# ---- mem_access_controller ----
Fig. 1: mem_access_controller, clock network drawn from the DEF
Scale bar: 20 microns.
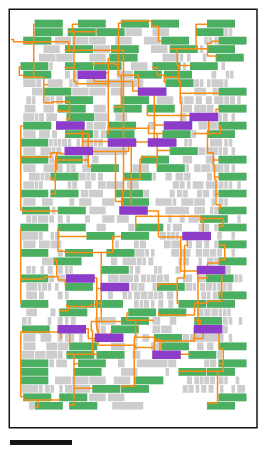

$ cat config.mk
export PLATFORM = sky130hd
export DESIGN_NAME = mem_access_controller
export DESIGN_NICKNAME = d
export VERILOG_FILES = /design/src/rtl/mem_access_controller.sv
export SDC_FILE = /design/constraint.sdc
export NUM_CORES = 1
export LEC_CHECK = 0
export CAP_MARGIN = 10
export CORE_ASPECT_RATIO = 1.75
export CORE_MARGIN = 3
export CORE_UTILIZATION = 60
export DETAILED_ROUTE_END_ITERATION = 8
export DONT_BUFFER_PORTS = 1
export GPL_TIMING_DRIVEN = 0
export PLACE_DENSITY_LB_ADDON = 0.2
export SYNTH_ARGS = -nofsm -noshare
export SYNTH_HDL_FRONTEND = slang
export SYNTH_SLANG_ARGS = --single-unit
export TNS_END_PERCENT = 10
$ cat constraint.sdc
create_clock -name clk -period 4.5 [get_ports clk]
set_input_delay 0.675 -clock clk [delete_from_list [all_inputs] [get_ports clk]]
set_output_delay 0.675 -clock clk [all_outputs]
set_load 0.1 [all_outputs]
$ cat src/rtl/mem_access_controller.sv
// mem_access_controller
// MEM-stage load/store sequencer for a single-port req/ack data bus.
// Issues one bus transaction per aligned access, stalls the pipeline while it
// is outstanding, aligns/extends read data and reports misaligned accesses
// and bus timeouts as single-cycle pulses.

`ifndef LOAD_LB
`define LOAD_LB  3'b000
`define LOAD_LH  3'b001
`define LOAD_LW  3'b010
`define LOAD_LBU 3'b011
`define LOAD_LHU 3'b100
`define LOAD_DEF 3'b101
`endif

`ifndef STORE_SB
`define STORE_SB  2'b00
`define STORE_SH  2'b01
`define STORE_SW  2'b10
`define STORE_DEF 2'b11
`endif

module mem_access_controller #(
  // Cycles spent waiting for bus_ack before the access is aborted (>= 1).
  parameter int unsigned TIMEOUT_CYCLES = 255,
  // Timeout counter width; 2**CNT_W must exceed TIMEOUT_CYCLES.
  parameter int unsigned CNT_W          = 8
) (
  input  logic        clk,
  input  logic        rst,
  // Decoded MEM-stage controls
  input  logic        mem_write,
  input  logic        wb_load,
  input  logic [2:0]  mem_load_type,
  input  logic [1:0]  mem_store_type,
  input  logic [31:0] addr,
  input  logic [31:0] store_data,
  // Pipeline / writeback side
  output logic        stall,
  output logic [31:0] load_data,
  output logic        load_valid,
  output logic        misaligned,
  output logic        bus_err,
  // Data bus master
  output logic        bus_req,
  output logic        bus_we,
  output logic [31:0] bus_addr,
  output logic [31:0] bus_wdata,
  output logic [3:0]  bus_be,
  input  logic        bus_ack,
  input  logic [31:0] bus_rdata
);

  typedef enum logic [1:0] {
    S_IDLE = 2'd0,
    S_REQ  = 2'd1,
    S_DONE = 2'd2
  } state_e;

  // Last counter value that still waits; the next ack-less cycle aborts.
  localparam logic [CNT_W-1:0] CNT_LAST = CNT_W'(TIMEOUT_CYCLES - 1);

  // ---------------------------------------------------------------------------
  // Access decode helpers
  // ---------------------------------------------------------------------------

  // Byte enables for a store of the given type at byte offset off.
  function automatic logic [3:0] store_be(input logic [1:0] st, input logic [1:0] off);
    logic [3:0] be;
    case (st)
      `STORE_SB: be = 4'b0001 << off;
      `STORE_SH: be = off[1] ? 4'b1100 : 4'b0011;
      default:   be = 4'b1111;
    endcase
    return be;
  endfunction

  // Store data replicated across every lane it could occupy.
  function automatic logic [31:0] store_wdata(input logic [1:0] st, input logic [31:0] d);
    logic [31:0] w;
    case (st)
      `STORE_SB: w = {4{d[7:0]}};
      `STORE_SH: w = {2{d[15:0]}};
      default:   w = d;
    endcase
    return w;
  endfunction

  // Misalignment check; byte accesses are always aligned and LOAD_DEF is a word.
  function automatic logic check_misaligned(input logic       is_st,
                                            input logic [1:0] st,
                                            input logic [2:0] lt,
                                            input logic [1:0] off);
    logic half;
    logic byte_acc;
    if (is_st) begin
      half     = (st == `STORE_SH);
      byte_acc = (st == `STORE_SB);
    end else begin
      half     = (lt == `LOAD_LH) || (lt == `LOAD_LHU);
      byte_acc = (lt == `LOAD_LB) || (lt == `LOAD_LBU);
    end
    if (byte_acc) return 1'b0;
    if (half)     return off[0];
    return |off;
  endfunction

  // Lane select and sign/zero extension of a returned bus word.
  function automatic logic [31:0] extract_load(input logic [31:0] w,
                                               input logic [2:0]  lt,
                                               input logic [1:0]  off);
    logic [7:0]  b;
    logic [15:0] h;
    logic [31:0] r;
    case (off)
      2'd0:    b = w[7:0];
      2'd1:    b = w[15:8];
      2'd2:    b = w[23:16];
      default: b = w[31:24];
    endcase
    h = off[1] ? w[31:16] : w[15:0];
    case (lt)
      `LOAD_LB:  r = {{24{b[7]}}, b};
      `LOAD_LH:  r = {{16{h[15]}}, h};
      `LOAD_LBU: r = {24'd0, b};
      `LOAD_LHU: r = {16'd0, h};
      default:   r = w;
    endcase
    return r;
  endfunction

  // ---------------------------------------------------------------------------
  // State and registered outputs
  // ---------------------------------------------------------------------------
  state_e            state_q,      state_d;
  logic [CNT_W-1:0]  cnt_q,        cnt_d;
  logic              bus_req_q,    bus_req_d;
  logic              bus_we_q,     bus_we_d;
  logic [31:0]       bus_addr_q,   bus_addr_d;
  logic [31:0]       bus_wdata_q,  bus_wdata_d;
  logic [3:0]        bus_be_q,     bus_be_d;
  logic [2:0]        ld_type_q,    ld_type_d;
  logic [1:0]        ld_off_q,     ld_off_d;
  logic [31:0]       load_data_q,  load_data_d;
  logic              load_valid_q, load_valid_d;
  logic              bus_err_q,    bus_err_d;

  logic is_store;
  logic access_valid;
  logic access_mis;
  logic stall_c;
  logic mis_c;

  assign is_store     = mem_write && (mem_store_type != `STORE_DEF);
  assign access_valid = wb_load || is_store;
  assign access_mis   = check_misaligned(is_store, mem_store_type, mem_load_type, addr[1:0]);

  // Next-state, bus register and combinational output decode.
  always_comb begin
    // NOTE: every signal written here gets a default first, so no path can
    // leave one unassigned and infer a latch.
    state_d      = state_q;
    cnt_d        = cnt_q;
    bus_req_d    = bus_req_q;
    bus_we_d     = bus_we_q;
    bus_addr_d   = bus_addr_q;
    bus_wdata_d  = bus_wdata_q;
    bus_be_d     = bus_be_q;
    ld_type_d    = ld_type_q;
    ld_off_d     = ld_off_q;
    load_data_d  = load_data_q;
    load_valid_d = 1'b0;
    bus_err_d    = 1'b0;
    stall_c      = 1'b0;
    mis_c        = 1'b0;

    case (state_q)
      S_IDLE: begin
        if (access_valid) begin
          if (access_mis) begin
            mis_c = 1'b1;
          end else begin
            stall_c    = 1'b1;
            state_d    = S_REQ;
            cnt_d      = '0;
            bus_req_d  = 1'b1;
            bus_we_d   = is_store;
            bus_addr_d = {addr[31:2], 2'b00};
            ld_type_d  = mem_load_type;
            ld_off_d   = addr[1:0];
            if (is_store) begin
              bus_be_d    = store_be(mem_store_type, addr[1:0]);
              bus_wdata_d = store_wdata(mem_store_type, store_data);
            end else begin
              bus_be_d    = 4'b1111;
            end
          end
        end
      end

      S_REQ: begin
        stall_c = 1'b1;
        if (bus_ack) begin
          bus_req_d = 1'b0;
          state_d   = S_DONE;
          if (!bus_we_q) begin
            load_data_d  = extract_load(bus_rdata, ld_type_q, ld_off_q);
            load_valid_d = 1'b1;
          end
        end else if (cnt_q == CNT_LAST) begin
          bus_req_d   = 1'b0;
          state_d     = S_DONE;
          bus_err_d   = 1'b1;
          load_data_d = '0;
        end else begin
          cnt_d = cnt_q + 1'b1;
        end
      end

      // One-cycle release: the pipeline advances, so the access inputs still
      // visible here belong to the finished instruction and are not re-issued.
      S_DONE: state_d = S_IDLE;

      default: state_d = S_IDLE;
    endcase
  end

  // State and output registers, all cleared the moment rst rises.
  always_ff @(posedge clk or posedge rst) begin
    if (rst) begin
      state_q      <= S_IDLE;
      cnt_q        <= '0;
      bus_req_q    <= 1'b0;
      bus_we_q     <= 1'b0;
      bus_addr_q   <= '0;
      bus_wdata_q  <= '0;
      bus_be_q     <= '0;
      ld_type_q    <= '0;
      ld_off_q     <= '0;
      load_data_q  <= '0;
      load_valid_q <= 1'b0;
      bus_err_q    <= 1'b0;
    end else begin
      // NOTE: non-blocking assignments so every flop samples pre-edge values.
      state_q      <= state_d;
      cnt_q        <= cnt_d;
      bus_req_q    <= bus_req_d;
      bus_we_q     <= bus_we_d;
      bus_addr_q   <= bus_addr_d;
      bus_wdata_q  <= bus_wdata_d;
      bus_be_q     <= bus_be_d;
      ld_type_q    <= ld_type_d;
      ld_off_q     <= ld_off_d;
      load_data_q  <= load_data_d;
      load_valid_q <= load_valid_d;
      bus_err_q    <= bus_err_d;
    end
  end

  // Combinational pulses are masked during reset so stall drops immediately.
  assign stall      = stall_c && !rst;
  assign misaligned = mis_c && !rst;

  assign bus_req    = bus_req_q;
  assign bus_we     = bus_we_q;
  assign bus_addr   = bus_addr_q;
  assign bus_wdata  = bus_wdata_q;
  assign bus_be     = bus_be_q;
  assign load_data  = load_data_q;
  assign load_valid = load_valid_q;
  assign bus_err    = bus_err_q;

endmodule

# ---- dram_dumper ----
--- config.mk ---
export PLATFORM = sky130hd
export DESIGN_NAME = dram_dumper
export DESIGN_NICKNAME = d
export VERILOG_FILES = /design/src/rtl/dumper_pkg.sv /design/src/rtl/dump_csum.sv /design/src/rtl/dram_dumper.sv
export SDC_FILE = /design/constraint.sdc
export NUM_CORES = 1
export LEC_CHECK = 0
export CAP_MARGIN = 30
export CORE_UTILIZATION = 49
export DETAILED_ROUTE_END_ITERATION = 7
export PLACE_DENSITY = 0.87
export SETUP_SLACK_MARGIN = 0.15
export SKIP_CTS_REPAIR_TIMING = 1
export SLEW_MARGIN = 20
export SYNTH_ARGS = -nofsm -noshare
export SYNTH_HDL_FRONTEND = slang
export SYNTH_SLANG_ARGS = --single-unit
--- constraint.sdc ---
create_clock -name clock -period 3.35 [get_ports clock]
set_input_delay 0.335 -clock clock [delete_from_list [all_inputs] [get_ports clock]]
set_output_delay 0.335 -clock clock [all_outputs]
set_load 0.02 [all_outputs]
--- src/rtl/dumper_pkg.sv ---
// Shared types and default sizing for the DRAM dump initiator.
package dumper_pkg;

  localparam int ADDR_W   = 9;
  localparam int DATA_W   = 16;
  localparam int CNT_W    = 10;
  localparam int READ_LAT = 2;

  typedef enum logic [2:0] {
    IDLE,
    ISSUE,
    WAIT,
    OUT,
    FIN
  } state_e;

endpackage

--- src/rtl/dump_csum.sv ---
// Modulo-2^DATA_W running sum of the words handed to the host link.
module dump_csum #(
  parameter int DATA_W = 16
) (
  input  logic              clock,
  input  logic              rst_n,
  input  logic              clear,
  input  logic              add_en,
  input  logic [DATA_W-1:0] add_data,
  output logic [DATA_W-1:0] sum
);

  logic [DATA_W-1:0] sum_q, sum_d;

  always_comb begin
    sum_d = sum_q;
    if (clear) begin
      sum_d = '0;
    end else if (add_en) begin
      sum_d = sum_q + add_data;
    end
  end

  always_ff @(posedge clock or negedge rst_n) begin
    if (!rst_n) begin
      sum_q <= '0;
    end else begin
      sum_q <= sum_d;
    end
  end

  assign sum = sum_q;

endmodule

--- src/rtl/dram_dumper.sv ---
// Reads a block of consecutive DRAM words and streams them out on valid/ready.
// Define DRAM_DUMPER_CHECKSUM_EN to add a running checksum of streamed words.
module dram_dumper
  import dumper_pkg::*;
#(
  parameter int ADDR_W   = dumper_pkg::ADDR_W,
  parameter int DATA_W   = dumper_pkg::DATA_W,
  parameter int CNT_W    = dumper_pkg::CNT_W,
  parameter int READ_LAT = dumper_pkg::READ_LAT
) (
  input  logic              clock,
  input  logic              rst_n,
  input  logic              dump_req,
  input  logic [ADDR_W-1:0] base_addr,
  input  logic [CNT_W-1:0]  word_count,
  input  logic              proc_running,
  output logic              start_4,
  output logic              read_en_ext,
  output logic [ADDR_W-1:0] addr_ext,
  input  logic [DATA_W-1:0] dram_data,
  output logic [DATA_W-1:0] out_data,
  output logic              out_valid,
  input  logic              out_ready,
  output logic              busy,
  output logic              done,
  output logic              err,
  output logic [DATA_W-1:0] checksum
);

  localparam int LAT_W = $clog2(READ_LAT + 1);

  state_e            state_q, state_d;
  logic [ADDR_W-1:0] addr_q, addr_d;
  logic [CNT_W-1:0]  rem_q, rem_d;
  logic [LAT_W-1:0]  lat_q, lat_d;
  logic [DATA_W-1:0] data_q, data_d;
  logic              err_q, err_d;

  always_comb begin
    state_d = state_q;
    addr_d  = addr_q;
    rem_d   = rem_q;
    lat_d   = lat_q;
    data_d  = data_q;
    err_d   = 1'b0;

    unique case (state_q)
      IDLE: begin
        if (dump_req) begin
          if (proc_running) begin
            err_d = 1'b1;
          end else if (word_count == '0) begin
            state_d = FIN;
          end else begin
            addr_d  = base_addr;
            rem_d   = word_count;
            state_d = ISSUE;
          end
        end
      end
      ISSUE: begin
        lat_d   = LAT_W'(READ_LAT - 1);
        state_d = WAIT;
      end
      WAIT: begin
        if (lat_q == '0) begin
          data_d  = dram_data;
          state_d = OUT;
        end else begin
          lat_d = lat_q - LAT_W'(1);
        end
      end
      OUT: begin
        if (out_ready) begin
          addr_d  = addr_q + ADDR_W'(1);
          rem_d   = rem_q - CNT_W'(1);
          state_d = (rem_q == CNT_W'(1)) ? FIN : ISSUE;
        end
      end
      FIN: begin
        state_d = IDLE;
      end
      default: begin
        state_d = IDLE;
      end
    endcase

    // The core taking the DRAM back wins over anything the dump was doing.
    if (state_q != IDLE && proc_running) begin
      state_d = IDLE;
      err_d   = 1'b1;
    end
  end

  always_ff @(posedge clock or negedge rst_n) begin
    if (!rst_n) begin
      state_q <= IDLE;
      addr_q  <= '0;
      rem_q   <= '0;
      lat_q   <= '0;
      data_q  <= '0;
      err_q   <= 1'b0;
    end else begin
      state_q <= state_d;
      addr_q  <= addr_d;
      rem_q   <= rem_d;
      lat_q   <= lat_d;
      data_q  <= data_d;
      err_q   <= err_d;
    end
  end

  // Read controls stay up through WAIT so the top-level address register holds.
  assign start_4     = (state_q == ISSUE) || (state_q == WAIT);
  assign read_en_ext = start_4;
  assign addr_ext    = addr_q;
  assign out_data    = data_q;
  assign out_valid   = (state_q == OUT);
  assign busy        = (state_q != IDLE);
  assign done        = (state_q == FIN);
  assign err         = err_q;

`ifdef DRAM_DUMPER_CHECKSUM_EN
  logic csum_clear;
  logic csum_add;

  assign csum_clear = (state_q == IDLE) && dump_req && !proc_running;
  assign csum_add   = out_valid && out_ready && !proc_running;

  dump_csum #(
    .DATA_W(DATA_W)
  ) u_csum (
    .clock   (clock),
    .rst_n   (rst_n),
    .clear   (csum_clear),
    .add_en  (csum_add),
    .add_data(data_q),
    .sum     (checksum)
  );
`else
  assign checksum = '0;
`endif

endmodule

# ---- mmcm_lock_sequencer ----
## src/rtl/mmcm_lock_sequencer.sv

```systemverilog
// Reset/lock sequencer for the system-clock MMCMs: pulses MMCM reset, waits for
// all LOCKED, qualifies with a settle window, then releases sys reset / ready.
module mmcm_lock_sequencer #(
  parameter int NUM_MMCM      = 2,
  parameter int RST_CYCLES    = 16,
  parameter int LOCK_TIMEOUT  = 4096,
  parameter int SETTLE_CYCLES = 256,
  parameter int MAX_RETRIES   = 0
) (
  input  logic                clk_i,
  input  logic                reset,
  input  logic [NUM_MMCM-1:0] locked_i,
  input  logic                restart_i,
  output logic                mmcm_rst_o,
  output logic                sys_rst_o,
  output logic                ready_o,
  output logic                fault_o,
  output logic [2:0]          state_o,
  output logic [7:0]          retry_cnt_o,
  output logic [7:0]          lock_loss_cnt_o
);

  localparam int CNT_MAX0 = (RST_CYCLES > LOCK_TIMEOUT) ? RST_CYCLES : LOCK_TIMEOUT;
  localparam int CNT_MAX  = (CNT_MAX0 > SETTLE_CYCLES) ? CNT_MAX0 : SETTLE_CYCLES;
  localparam int CNT_W    = $clog2(CNT_MAX);

  typedef enum logic [2:0] {
    S_RESET_MMCM = 3'd0,
    S_WAIT_LOCK  = 3'd1,
    S_SETTLE     = 3'd2,
    S_RUN        = 3'd3,
    S_FAULT      = 3'd4
  } state_t;

  state_t           state, state_n;
  logic [CNT_W-1:0] cnt;
  logic [7:0]       retry_cnt, retry_n, retry_inc;
  logic [7:0]       loss_cnt, loss_n, loss_inc;

  (* ASYNC_REG = "TRUE" *) logic [NUM_MMCM-1:0] lk_meta;
  (* ASYNC_REG = "TRUE" *) logic [NUM_MMCM-1:0] lk;
  logic all_lk;

  always_ff @(posedge clk_i) begin
    if (reset) begin
      lk_meta <= '0;
      lk      <= '0;
    end else begin
      lk_meta <= locked_i;
      lk      <= lk_meta;
    end
  end

  assign all_lk    = &lk;
  assign retry_inc = (retry_cnt == 8'hFF) ? retry_cnt : retry_cnt + 8'd1;
  assign loss_inc  = (loss_cnt == 8'hFF) ? loss_cnt : loss_cnt + 8'd1;

  always_comb begin
    state_n = state;
    retry_n = retry_cnt;
    loss_n  = loss_cnt;
    case (state)
      S_RESET_MMCM:
        if (cnt == CNT_W'(RST_CYCLES - 1)) state_n = S_WAIT_LOCK;
      S_WAIT_LOCK:
        if (all_lk) begin
          state_n = S_SETTLE;
        end else if (cnt == CNT_W'(LOCK_TIMEOUT - 1)) begin
          retry_n = retry_inc;
          if (MAX_RETRIES != 0 && int'(retry_inc) >= MAX_RETRIES) state_n = S_FAULT;
          else                                                  state_n = S_RESET_MMCM;
        end
      S_SETTLE:
        if (!all_lk) begin
          state_n = S_WAIT_LOCK;
        end else if (cnt == CNT_W'(SETTLE_CYCLES - 1)) begin
          state_n = S_RUN;
          retry_n = '0;
        end
      S_RUN:
        if (!all_lk) begin
          state_n = S_RESET_MMCM;
          loss_n  = loss_inc;
        end
      S_FAULT: ;
      default: state_n = S_RESET_MMCM;
    endcase
    // Restart overrides the transition and any counter update tied to it.
    if (restart_i) begin
      state_n = S_RESET_MMCM;
      loss_n  = loss_cnt;
      retry_n = (state == S_FAULT) ? 8'd0 : retry_cnt;
    end
  end

  always_ff @(posedge clk_i) begin
    if (reset) begin
      state     <= S_RESET_MMCM;
      cnt       <= '0;
      retry_cnt <= '0;
      loss_cnt  <= '0;
    end else begin
      state     <= state_n;
      retry_cnt <= retry_n;
      loss_cnt  <= loss_n;
      if (restart_i || state_n != state) cnt <= '0;
      else                               cnt <= cnt + 1'b1;
    end
  end

  assign mmcm_rst_o      = (state == S_RESET_MMCM);
  assign sys_rst_o       = (state != S_RUN);
  assign ready_o         = (state == S_RUN);
  assign fault_o         = (state == S_FAULT);
  assign state_o         = state;
  assign retry_cnt_o     = retry_cnt;
  assign lock_loss_cnt_o = loss_cnt;

endmodule

```

## config.mk

```make
export PLATFORM = sky130hd
export DESIGN_NAME = mmcm_lock_sequencer
export DESIGN_NICKNAME = d
export VERILOG_FILES = /design/src/rtl/mmcm_lock_sequencer.sv
export SDC_FILE = /design/constraint.sdc
export NUM_CORES = 1
export LEC_CHECK = 0
export CAP_MARGIN = 20
export CORE_MARGIN = 2
export CORE_UTILIZATION = 52
export DETAILED_ROUTE_END_ITERATION = 10
export PLACE_DENSITY = 0.78
export SLEW_MARGIN = 40
export SYNTH_ARGS = -nofsm -noshare
export SYNTH_HDL_FRONTEND = slang
export SYNTH_SLANG_ARGS = --single-unit
```

## constraint.sdc

```tcl
create_clock -name clk_i -period 2.4 [get_ports clk_i]
set_input_delay 0.36 -clock clk_i [delete_from_list [all_inputs] [get_ports clk_i]]
set_output_delay 0.36 -clock clk_i [all_outputs]
set_load 0.005 [all_outputs]
```

Fig. 2: dram_dumper, clock routing
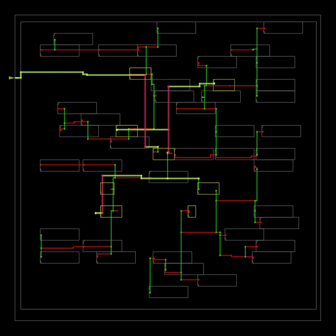
flop count: 41
Clock Latency Late Sink: 300 ps
count of clock buffers in the final design: 6
clock skew: 9.71 ps

==> deck_impl_summary.md, dram_dumper <==
Physical Implementation Snapshot

Synthesis
  • Yosys top cell by area: dfrtp_1

Floorplan
  • Chip area: roughly 5200 sq um
  • IO Pins: approximately 87
  • Core area: between 4000 and 5000 sq um

Final layout
  • Finished Core Util: between 60% and 70%
  • Non-clk buf share: about 23%
  • Comb area share: a little under two fifths

Flow run
  • MaxCap Viol Count: 0
  • Tally of OpenROAD warnings: 27

Critical path
  • Critical-path cell list: nand3b_4 -> inv_2 -> clkdlybuf4s50_1
  • Critical path origin: state_q[0]
  • Critical path's top delay family: buffers and inverters

Global routing
  • Met3 Usage GRT: about 5.7%
  • Initial antenna violation count: 0
  • Layer with the highest usage: met2
  • Met1 Use GR: between 20% and 30%
  • GR Overflow Total: 0

Status
  • Outcome: complete, no violations

STA
  • Total negative slack: 0 ps

Detailed routing
  • Highest metal used: met4

CTS
  • Clk root buf: clkbuf_8
## dram_dumper: cells by family after synthesis
logic type,after synthesis
and+or+nand+nor,70
AOI/OAI and AO/OA,68
DFF,41
buffers and inverters,38
muxes,18
adders and majority gates,4
other,1
xor gates and xnor gates,1
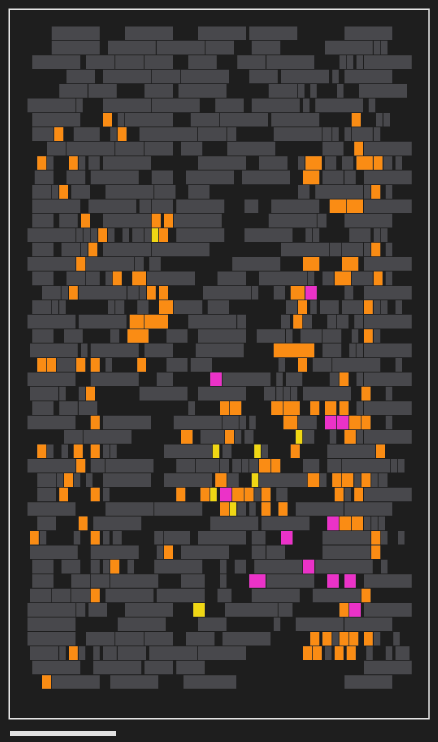
Fig. 3. Gate-type map (mem_access_controller).
Scale bar: 20 microns.
Key: magenta = and/or cells [cells 12]; orange = aoi and oai cells [cells 114]; yellow = inv cells [cells 8]

## Picture notes: Fig. 1
Key: purple = clock drivers [count 17]; green = flip-flops [count 117]; orange = clock wires [length 1500 microns]
There are 18 routed clock nets.

==> deck_impl_summary.md, mem_access_controller <==
Physical Implementation Snapshot

Status
  • Outcome: complete, no violations

Final layout
  • Count of clock buffers in the final design: 19
  • Area of the multi-input gates: roughly 2500 sq um

Synthesis
  • XOR/XNOR Area Share: 0.314%
  • Post-Syn Instances: 512
  • YS warnings: 0
  • Synth top cells by count: dfrtp_1, nand2_1, o21ai_0, nor2_1, mux2_4
  • Seq share, synth: 52.5%
  • Distinct cells, synth: between 40 and 50
  • Adder Share, Synth: less than 1%

Global routing
  • Largest net degree at the start of global routing: 69
  • GR Overflow Total: 0
  • Layer with the highest usage: met2

Critical path
  • Critical path origin: state_q[1]
  • Critical path's top delay family: AND-OR/OR-AND gates
  • Largest stage delay on the critical path: around 770 ps
  • Critical Path End: stall
  • Critical Path AT: roughly 2600 ps

STA
  • Clock skew: 5.94 ps
  • Hold Vio Cnt, Final: 0
  • Smallest hold slack: 323 ps
  • Total negative slack: 0 ps

CTS
  • CTS tree: built
  • Post-cts resize count: 0
  • CTS Sinks: around 120
  • Clock Latency Late Sink: 400 ps
  • Reg clk slew, reported paths: about 50 ps

Detailed routing
  • Highest metal used: met4
  • 1st-pass router iterations: 4
  • Total number of vias: 4002

Floorplan
  • Tapcell Cnt: roughly 120

Flow run
  • Tally of OpenROAD warnings: 27
-- mem_access_controller: flip-flops by register name, indices dropped and copies added (netlist names) --
name,count
load_data,32
bus_err,1
bus_addr,30
bus_wdata,32
bus_we,1
state_q,2
ld_off_q,2
cnt_q,8
bus_req,1
load_valid,1
ld_type_q,3
bus_be,4
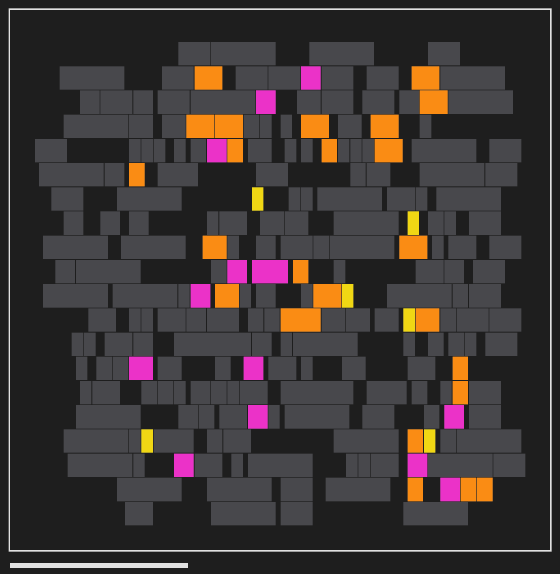
Fig. 4. Gate-type map (mmcm_lock_sequencer).
Scale bar: 20 microns.
Key: orange = aoi and oai cells [cells 24]; magenta = and/or cells [cells 13]; yellow = inv cells [cells 6]

==> deck_impl_summary.md, mmcm_lock_sequencer <==
Physical Implementation Snapshot

Status
  • Outcome: complete, no violations

Place
  • DP HPWL: ~2.7 mm
  • Number of port buffers: 27

STA
  • Hold Vio Cnt, Final: 0
  • Final period util: between 80% and 90%

Worst hold path
  • Type of the worst min-delay path: flop to flop
  • Worst hold endpoint: lk[1]

Floorplan
  • Core area: between 3000 and 4000 sq um

Critical path
  • Critical-path cell list: ha_1 -> nand3_1 -> or2_1 -> nor4b_4 -> a41oi_1 -> a311oi_1
  • Critical Path End Type: flop
  • Critical Path RT: 2650 ps

Detailed routing
  • Post-Route M1 WL: approximately 1.6 mm
  • Residual DRC: 0

CTS
  • H-tree levels: 2
  • Total CTS buffers: 5

Synthesis
  • Adder Share, Synth: 2.25%
  • Top FF cell, synth: dfxtp_1

Final layout
  • Fraction of layout cells with a size suffix above 1: under 10%
  • Synthesis-to-finish area growth: 22.3%
mmcm_lock_sequencer: area by class of cell:
cell class / count / area (sq um)
Clock buffer: 7 / 45.0
Tap cell: 44 / 55.1
Clock inverter: 1 / 5.00
Inverter: 6 / 22.5
Multi-Input combinational cell: 145 / 922
Fill cell: 281 / 1010
Timing Repair Buffer: 30 / 293
Sequential cell: 35 / 701
mmcm_lock_sequencer: registers in the layout, summed over array words and instances (netlist names):
signal / count
cnt: 12
lock_loss_cnt_o: 8
retry_cnt_o: 8
state_o: 3
lk: 2
lk_meta: 2

==> notes/layouts.md <==
Pictures saved along the way, in no particular order.

PDN straps and rails.
Pins as bars on the die edge. Tap cells in gray.
image #1
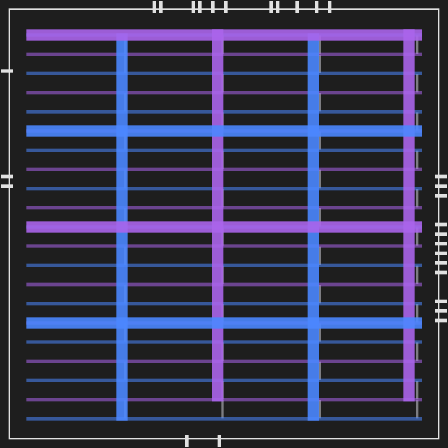
image #2
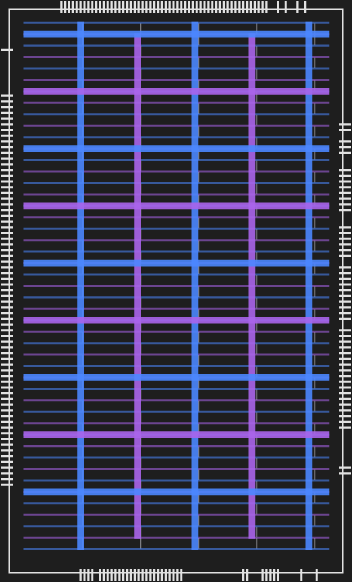
image #3
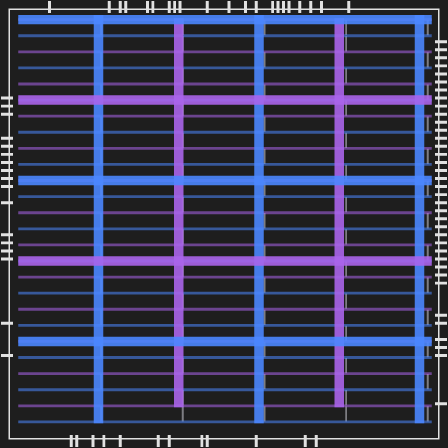
| from | picture |
|---|---|
| dram_dumper | image #3 |
| mem_access_controller | image #2 |
| mmcm_lock_sequencer | image #1 |

Key to image #1:
Key: blue = VSS; purple = VDD
44 tap cells. 4 straps on met5. 4 straps on met4. The core has 20 rows. 28 signal pins sit on the boundary.



## Gallery

Cell classes on the final placement.
Scale bar: 20 microns.
shot_01.png
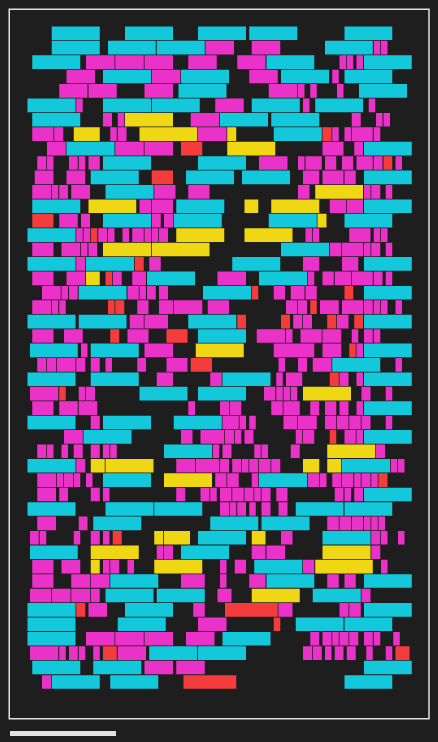
shot_02.png
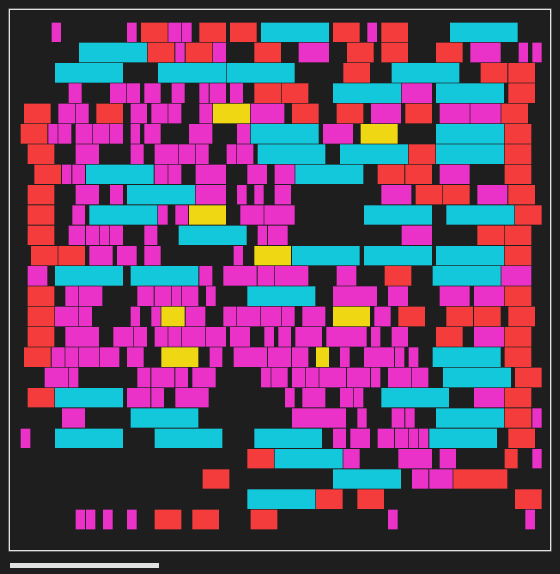
shot_03.png
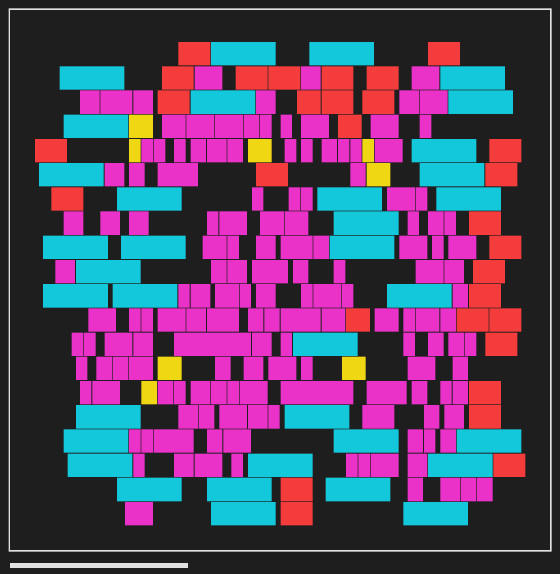
mem_access_controller -> shot_01.png
mmcm_lock_sequencer -> shot_03.png
dram_dumper -> shot_02.png

Key to shot_02.png:
Key: magenta = combinational and other logic [cells 185, share of their area 40%]; yellow = clock drivers and dummy loads [cells 8, share of their area 3.1%]; red = remaining buffers and delay cells [cells 72, share of their area 23%]; cyan = sequential cells [cells 41, share of their area 33%]

